# ---- alu_arbiter ----
### Metal 1, alu_arbiter

Scale: 6 px per um. Supply wires on this layer in grey.
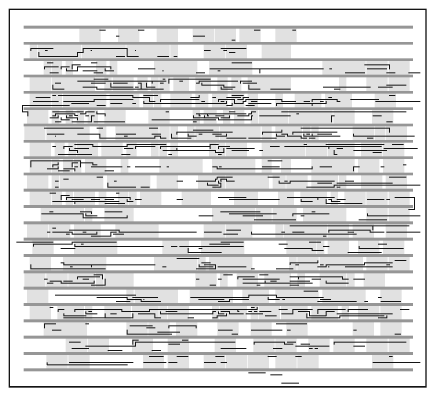

<file path="config.mk">
export PLATFORM = sky130hd
export DESIGN_NAME = alu_arbiter
export DESIGN_NICKNAME = d
export VERILOG_FILES = /design/src/rtl/alu_pkg.sv /design/src/rtl/rr_picker.sv /design/src/rtl/alu_arbiter.sv
export SDC_FILE = /design/constraint.sdc
export NUM_CORES = 1
export LEC_CHECK = 0
export ABC_AREA = 0
export CAP_MARGIN = 40
export CORE_ASPECT_RATIO = 0.9
export CORE_MARGIN = 2
export CORE_UTILIZATION = 41
export DETAILED_ROUTE_END_ITERATION = 10
export GPL_TIMING_DRIVEN = 0
export PLACE_DENSITY = 0.85
export SLEW_MARGIN = 20
export SYNTH_ARGS = -nofsm -noshare
export SYNTH_HDL_FRONTEND = slang
export SYNTH_SLANG_ARGS = --single-unit
</file>
<file path="constraint.sdc">
create_clock -name clk -period 3.21 [get_ports clk]
set_input_delay 0.321 -clock clk [delete_from_list [all_inputs] [get_ports clk]]
set_output_delay 0.321 -clock clk [all_outputs]
set_load 0.02 [all_outputs]
</file>
<file path="src/rtl/alu_pkg.sv">
// Shared types and constants for the ALU arbiter and its ALU interface.
package alu_pkg;

  localparam int ALU_W = 8;

  typedef enum logic [2:0] {
    AND  = 3'b000,
    OR   = 3'b001,
    XOR  = 3'b010,
    ADD  = 3'b011,
    SUB  = 3'b100,
    SLT  = 3'b101,
    SLTE = 3'b110,
    EQ   = 3'b111
  } alu_op_e;

  typedef enum logic [1:0] {
    IDLE = 2'd0,
    EXEC = 2'd1,
    RESP = 2'd2
  } arb_state_e;

endpackage

</file>
<file path="src/rtl/rr_picker.sv">
// Combinational round-robin picker: first valid index at or above ptr,
// wrapping modulo NUM_REQ. Shared by the resource arbiters.
module rr_picker #(
  parameter int NUM_REQ = 2,
  parameter int IDW     = (NUM_REQ > 2) ? $clog2(NUM_REQ) : 1
) (
  input  logic [NUM_REQ-1:0] valid,
  input  logic [IDW-1:0]     ptr,
  output logic [IDW-1:0]     grant,
  output logic               grant_any
);

  // Scan from farthest to nearest so the nearest valid index wins.
  always_comb begin
    grant     = '0;
    grant_any = 1'b0;
    for (int k = NUM_REQ - 1; k >= 0; k--) begin
      if (valid[IDW'((int'(ptr) + k) % NUM_REQ)]) begin
        grant     = IDW'((int'(ptr) + k) % NUM_REQ);
        grant_any = 1'b1;
      end
    end
  end

endmodule

</file>
<file path="src/rtl/alu_arbiter.sv">
// Round-robin arbiter sharing one combinational ALU between NUM_REQ
// requesters: grant in IDLE, execute from registered operands, hold response.
module alu_arbiter
  import alu_pkg::*;
#(
  parameter int NUM_REQ = 2,
  parameter int IDW     = (NUM_REQ > 2) ? $clog2(NUM_REQ) : 1
) (
  input  logic                            clk,
  input  logic                            reset,
  input  logic [NUM_REQ-1:0]              req_valid,
  output logic [NUM_REQ-1:0]              req_ready,
  input  logic [NUM_REQ-1:0][ALU_W-1:0]   req_op1,
  input  logic [NUM_REQ-1:0][ALU_W-1:0]   req_op2,
  input  logic [NUM_REQ-1:0][2:0]         req_aluop,
  output logic [NUM_REQ-1:0]              rsp_valid,
  input  logic [NUM_REQ-1:0]              rsp_ready,
  output logic [ALU_W-1:0]                rsp_result,
  output logic                            rsp_equal,
  output logic                            rsp_lessthan,
  output logic                            alu_control,
  output logic [ALU_W-1:0]                alu_op1,
  output logic [ALU_W-1:0]                alu_op2,
  output logic [2:0]                      alu_aluop,
  input  logic [ALU_W-1:0]                alu_result,
  input  logic                            alu_equal,
  input  logic                            alu_lessthan
);

  arb_state_e          state_q, state_d;
  logic [IDW-1:0]      rr_ptr_q, rr_ptr_d;
  logic [IDW-1:0]      owner_q, owner_d;
  logic [ALU_W-1:0]    op1_q, op1_d, op2_q, op2_d;
  alu_op_e             aluop_q, aluop_d;
  logic [ALU_W-1:0]    result_q, result_d;
  logic                equal_q, equal_d, lt_q, lt_d;
  logic [NUM_REQ-1:0]  rsp_valid_q, rsp_valid_d;
  logic [IDW-1:0]      grant;
  logic                grant_any;

  rr_picker #(.NUM_REQ(NUM_REQ), .IDW(IDW)) u_pick (
    .valid     (req_valid),
    .ptr       (rr_ptr_q),
    .grant     (grant),
    .grant_any (grant_any)
  );

  always_comb begin
    state_d     = state_q;
    rr_ptr_d    = rr_ptr_q;
    owner_d     = owner_q;
    op1_d       = op1_q;
    op2_d       = op2_q;
    aluop_d     = aluop_q;
    result_d    = result_q;
    equal_d     = equal_q;
    lt_d        = lt_q;
    rsp_valid_d = rsp_valid_q;
    req_ready   = '0;
    case (state_q)
      IDLE: begin
        if (grant_any) begin
          req_ready = NUM_REQ'(1) << grant;
          op1_d     = req_op1[grant];
          op2_d     = req_op2[grant];
          aluop_d   = alu_op_e'(req_aluop[grant]);
          owner_d   = grant;
          rr_ptr_d  = (grant == IDW'(NUM_REQ - 1)) ? '0 : grant + IDW'(1);
          state_d   = EXEC;
        end
      end
      EXEC: begin
        // ALU inputs have been stable since the grant edge; capture now.
        result_d    = alu_result;
        equal_d     = alu_equal;
        lt_d        = alu_lessthan;
        rsp_valid_d = NUM_REQ'(1) << owner_q;
        state_d     = RESP;
      end
      RESP: begin
        if (rsp_ready[owner_q]) begin
          rsp_valid_d = '0;
          state_d     = IDLE;
        end
      end
      default: state_d = IDLE;
    endcase
  end

  always_ff @(posedge clk) begin
    if (reset) begin
      state_q     <= IDLE;
      rr_ptr_q    <= '0;
      owner_q     <= '0;
      op1_q       <= '0;
      op2_q       <= '0;
      aluop_q     <= AND;
      result_q    <= '0;
      equal_q     <= 1'b0;
      lt_q        <= 1'b0;
      rsp_valid_q <= '0;
    end else begin
      state_q     <= state_d;
      rr_ptr_q    <= rr_ptr_d;
      owner_q     <= owner_d;
      op1_q       <= op1_d;
      op2_q       <= op2_d;
      aluop_q     <= aluop_d;
      result_q    <= result_d;
      equal_q     <= equal_d;
      lt_q        <= lt_d;
      rsp_valid_q <= rsp_valid_d;
    end
  end

  assign rsp_valid    = rsp_valid_q;
  assign rsp_result   = result_q;
  assign rsp_equal    = equal_q;
  assign rsp_lessthan = lt_q;
  assign alu_control  = 1'b0;
  assign alu_op1      = op1_q;
  assign alu_op2      = op2_q;
  assign alu_aluop    = aluop_q;

endmodule

</file>
# ---- spi_primary ----
### src/rtl/spi_primary_pkg.sv
// spi_primary_pkg: shared state encoding and transaction geometry for the SPI primary.
package spi_primary_pkg;
  typedef enum logic [2:0] {IDLE, SETUP, SHIFT, HOLD, DONE} state_t;
  localparam int NBITS = 16;
  localparam int RW_BIT = 15;
  localparam int RX_BITS = 8;
endpackage

### src/rtl/spi_half_tick.sv
// spi_half_tick: registered one-cycle tick every HALF_CYCLES cycles while enabled.
module spi_half_tick #(
  parameter int HALF_CYCLES = 2
) (
  input  logic spi_clk,
  input  logic reset,
  input  logic en,
  input  logic clr,
  output logic tick
);
  localparam int CW = HALF_CYCLES > 1 ? $clog2(HALF_CYCLES) : 1;
  localparam logic [CW-1:0] LAST = CW'(HALF_CYCLES - 1);
  logic [CW-1:0] cnt;
  always_ff @(posedge spi_clk or posedge reset)
    if (reset) begin
      cnt <= '0;
      tick <= 1'b0;
    end else if (clr || !en) begin
      cnt <= '0;
      tick <= 1'b0;
    end else begin
      tick <= cnt == LAST;
      cnt <= cnt == LAST ? '0 : cnt + 1'b1;
    end
endmodule

### src/rtl/spi_primary.sv
// spi_primary: mode-3 SPI primary, one 16-clock register read/write per start handshake.
// Define SPI_BUSY_EN to add a busy output covering SETUP, SHIFT and HOLD.
module spi_primary
  import spi_primary_pkg::*;
#(
  parameter int HALF_CYCLES = 2
) (
  input  logic                  spi_clk,
  input  logic                  reset,
  input  logic [NBITS-1:0]      data_tx,
  input  logic                  start,
  output logic                  done,
  output logic [RX_BITS-1:0]    data_rx,
  output logic                  SPI_SDI,
  input  logic                  SPI_SDO,
  output logic                  SPI_CLK,
  output logic                  SPI_CSN
`ifdef SPI_BUSY_EN
  ,
  output logic                  busy
`endif
);
  state_t state;
  logic [NBITS-1:0] sh;
  logic [RX_BITS-1:0] rx;
  logic [3:0] bit_cnt;
  logic rw;
  logic tick;
  spi_half_tick #(.HALF_CYCLES(HALF_CYCLES)) u_tick (
    .spi_clk(spi_clk),
    .reset(reset),
    .en(state inside {SETUP, SHIFT, HOLD}),
    .clr(state == IDLE),
    .tick(tick)
  );
  always_ff @(posedge spi_clk or posedge reset)
    if (reset) begin
      state <= IDLE;
      sh <= '0;
      rx <= '0;
      bit_cnt <= '0;
      rw <= 1'b0;
      SPI_CSN <= 1'b1;
      SPI_CLK <= 1'b1;
      SPI_SDI <= 1'b0;
      done <= 1'b0;
      data_rx <= '0;
`ifdef SPI_BUSY_EN
      busy <= 1'b0;
`endif
    end else
      case (state)
        IDLE: if (start) begin
          // a read only sends its command byte; the data half goes out as zeros
          sh <= data_tx[RW_BIT] ? {data_tx[NBITS-1:RX_BITS], RX_BITS'(0)} : data_tx;
          rw <= data_tx[RW_BIT];
          bit_cnt <= '0;
          SPI_CSN <= 1'b0;
          SPI_SDI <= data_tx[RW_BIT];
          state <= SETUP;
`ifdef SPI_BUSY_EN
          busy <= 1'b1;
`endif
        end
        SETUP: begin
          SPI_SDI <= sh[NBITS-1];
          if (tick) begin
            SPI_CLK <= 1'b0;
            state <= SHIFT;
          end
        end
        SHIFT: if (tick) begin
          if (!SPI_CLK) begin
            SPI_CLK <= 1'b1;
            rx <= {rx[RX_BITS-2:0], SPI_SDO};
          end else if (bit_cnt == 4'(NBITS - 1))
            state <= HOLD;
          else begin
            SPI_CLK <= 1'b0;
            bit_cnt <= bit_cnt + 4'd1;
            sh <= sh << 1;
            SPI_SDI <= sh[NBITS-2];
          end
        end
        HOLD: if (tick) begin
          SPI_CSN <= 1'b1;
          SPI_SDI <= 1'b0;
          done <= 1'b1;
          data_rx <= rw ? rx : data_rx;
          state <= DONE;
`ifdef SPI_BUSY_EN
          busy <= 1'b0;
`endif
        end
        DONE: if (!start) begin
          done <= 1'b0;
          state <= IDLE;
        end
        default: state <= IDLE;
      endcase
endmodule

### config.mk
export PLATFORM = sky130hd
export DESIGN_NAME = spi_primary
export DESIGN_NICKNAME = d
export VERILOG_FILES = /design/src/rtl/spi_primary_pkg.sv /design/src/rtl/spi_half_tick.sv /design/src/rtl/spi_primary.sv
export SDC_FILE = /design/constraint.sdc
export NUM_CORES = 1
export LEC_CHECK = 0
export CELL_PAD_IN_SITES_DETAIL_PLACEMENT = 1
export CELL_PAD_IN_SITES_GLOBAL_PLACEMENT = 1
export CORE_UTILIZATION = 38
export DETAILED_ROUTE_END_ITERATION = 10
export HOLD_SLACK_MARGIN = 0.08
export PLACE_DENSITY = 0.7
export SLEW_MARGIN = 20
export SYNTH_ARGS = -nofsm -noshare
export SYNTH_HDL_FRONTEND = slang
export SYNTH_HIERARCHICAL = 1
export SYNTH_SLANG_ARGS = --single-unit
### constraint.sdc
create_clock -name spi_clk -period 1.61 [get_ports spi_clk]
set_input_delay 0.2415 -clock spi_clk [delete_from_list [all_inputs] [get_ports spi_clk]]
set_output_delay 0.2415 -clock spi_clk [all_outputs]
set_load 0.005 [all_outputs]
### Local utilization, alu_arbiter

Scale: 6 px per um. 7 x 6 tiles, from dark blue (low) to red (high), 0 to 100% covered.
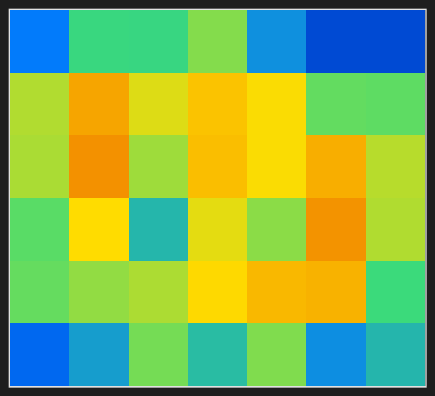
emptiest ninth of the die	north-east
tiles over 75% full	21%
mean over tiles	58%
fullest tile	84%
densest ninth of the die	east
effective utilization at floorplan: 0.424
Core Region: 3700 um^2

### Cells coloured by class, alu_arbiter

Scale: 6 px per um.
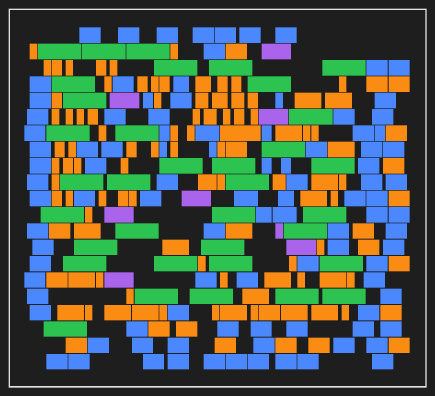
colour	class	cells
purple	clock drivers and dummy loads	8
orange	combinational and other logic	111
blue	remaining buffers and delay cells	99
green	sequential cells	35

Notes on 'Metal 1' of alu_arbiter above:
nets with wire on the layer	263
main direction	horizontal
longest straight run	20.7 um
met1 capacity usage during global routing: 0.212
detailed-route wire length: 3760 um

==> flow_summary.yaml, alu_arbiter <==
# flow metrics
status:
  outcome: "completed"
drt:
  dr_total_vias: 1434
  wire_per_inst_um: 12.6
  met1_length_um: 1680
  dr_wl_met3_um: 386
final_layout:
  design.final.nets: 306
  non_clock_buffer_area_fraction: 0.365
  register_area_um2: 701
  post_route_cells_drive_above_1_share: 0.154
  inv_count: 1
  final_area_um2: 2570
  largest_class: "non-clock buffers"
clocking:
  post_cts_resized: 0
  cts-root-to-sink-buffers: 2
  worstSkewPairLatency_ns: 0.28
timing:
  worst_clock_skew_ns: 0.00440
  achievable-frequency_mhz: 403
power_and_ir_drop:
  sequential_power_share: 0.417
  intPower_mw: 0.847
  reported_net_switching_power_mw: 0.323
yosys:
  postSynthAreaPerCell_um2: 9.75
  yosys_area_um2: 1570
  synth.most_common_cell: "dfxtp_1"
  yosysCellCount: 161
  synth.cellmix.xorXnorShare: 0.00558
placement:
  port-buffer-count: 84
worst_setup_path:
  critical-path-top-cell-by-count: "clkdlybuf4s50_1"
  timing.critical_path.buf_inv: 3
  worstReg2RegStart: "rr_ptr_q"
floorplanning:
  die_w_um: 69.2
grt:
  aggregate_global_route_resource_usage: 0.183
  globalRouteMet2Util: 0.297
[alu_arbiter: flip-flops by register name, indices dropped and copies added, names as in the netlist]
name,count
rsp_valid,2
rsp_lessthan,1
rsp_result,8
alu_op2,8
alu_aluop,3
owner_q,1
rr_ptr_q,1
alu_op1,8
state_q,2
rsp_equal,1
[alu_arbiter: worst register-to-register path: stages, from the launching register on]
cell and delay [ns]:
dfxtp_1 0.31, buf_2 0.17, buf_2 0.32, mux2i_1 0.28, a211oi_2 0.10
### Cells coloured by class, spi_primary

Scale: 4 px per um.
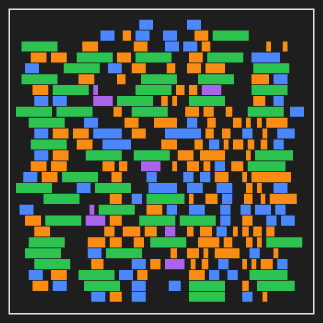
colour	class	cells
blue	remaining buffers and delay cells	64
purple	clock drivers and dummy loads	8
orange	combinational and other logic	113
green	sequential cells	46

### Placement view, spi_primary

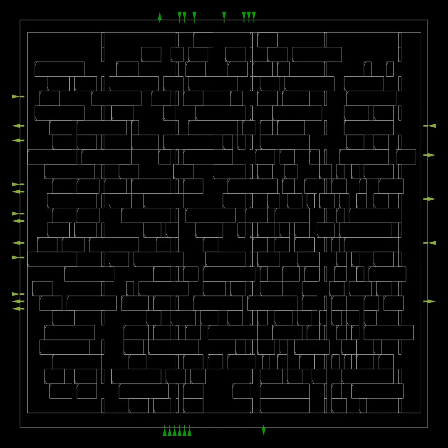
core occupancy in the finished layout: 0.561
non-filler cells, final: 301

==> flow_summary.yaml, spi_primary <==
# flow metrics
status:
  outcome: "complete, but fails checks"
  violations: "setup timing"
final_layout:
  max_reg_flops: 16
  top_regs: "sh x16, data_rx x8, rx x8"
  design.final.nets: 251
  largest-register: "sh"
yosys:
  postSynthAreaPerCell_um2: 12.3
  fraction_of_synthesized_cell_area_taken_by_the_top_area_cell_type: 0.532
  synth_flop_count: 46
worst_setup_path:
  timing_worst_setup_path_type: "reg2reg"
  worst_setup_path_start_kind: "register"
  critical_path.cell_chain: "nor3b_4 > and4_4 > clkbuf_16 > and3_1 > a221o_1"
min_path:
  min-delay-path-class: "in2async"
clocking:
  post-cts-setup-buffer-count: 3
timing:
  max-slew-margin-rel: 0.683
  min_period_over_period: 1.01
  worst_pin_slew_ns: 0.472
  worst_clock_skew_ns: 0.00529
  layout_setup_ws_ns: -0.0228
  number_of_setup_violations_in_the_final_report: 7
run:
  log.warning_count: 28
grt:
  busiest_layer: "met2"
  grt_start_max_net_pins: 45
floorplanning:
  die_w_um: 75.8
drt:
  first_pass_iters: 4
  antenna_violating_nets_post_route: 0
spi_primary: where the power goes:
| group | internal [mW] | switching [mW] |
|---|---|---|
| Sequential | 1.53 | 0.278 |
| Clock | 0.307 | 0.372 |
| Combinational | 1.06 | 0.914 |
spi_primary: final timing paths:
check,endpoint,slack [ns],cells past startpoint
min in group spi_clk,u_tick/cnt,0.45,1
max reg2reg,sh[15],-0.02,5
max,sh[15],-0.02,5
min reg2reg,u_tick/cnt,0.45,1
min,u_tick/tick,0.13,2
max in group asynchronous,SPI_CLK,1.00,3

## Gallery

Wires at chosen ports, followed through buffers.
Scale: 4 px per um.
picture 1
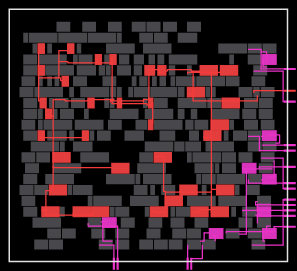
picture 2
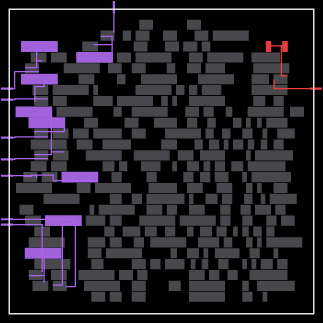
| picture | from |
|---|---|
| picture 2 | spi_primary |
| picture 1 | alu_arbiter |
- largest die: picture 2

Key to picture 1:
colour	port	bits	direction	edge	end cells	buffers	wire
magenta	req_op1	16	input	12 east, 4 south	8	16	245 um
red	reset	1	input	east	35	4	315 um


No activity file was given, so power comes from the tool's default toggle rates.
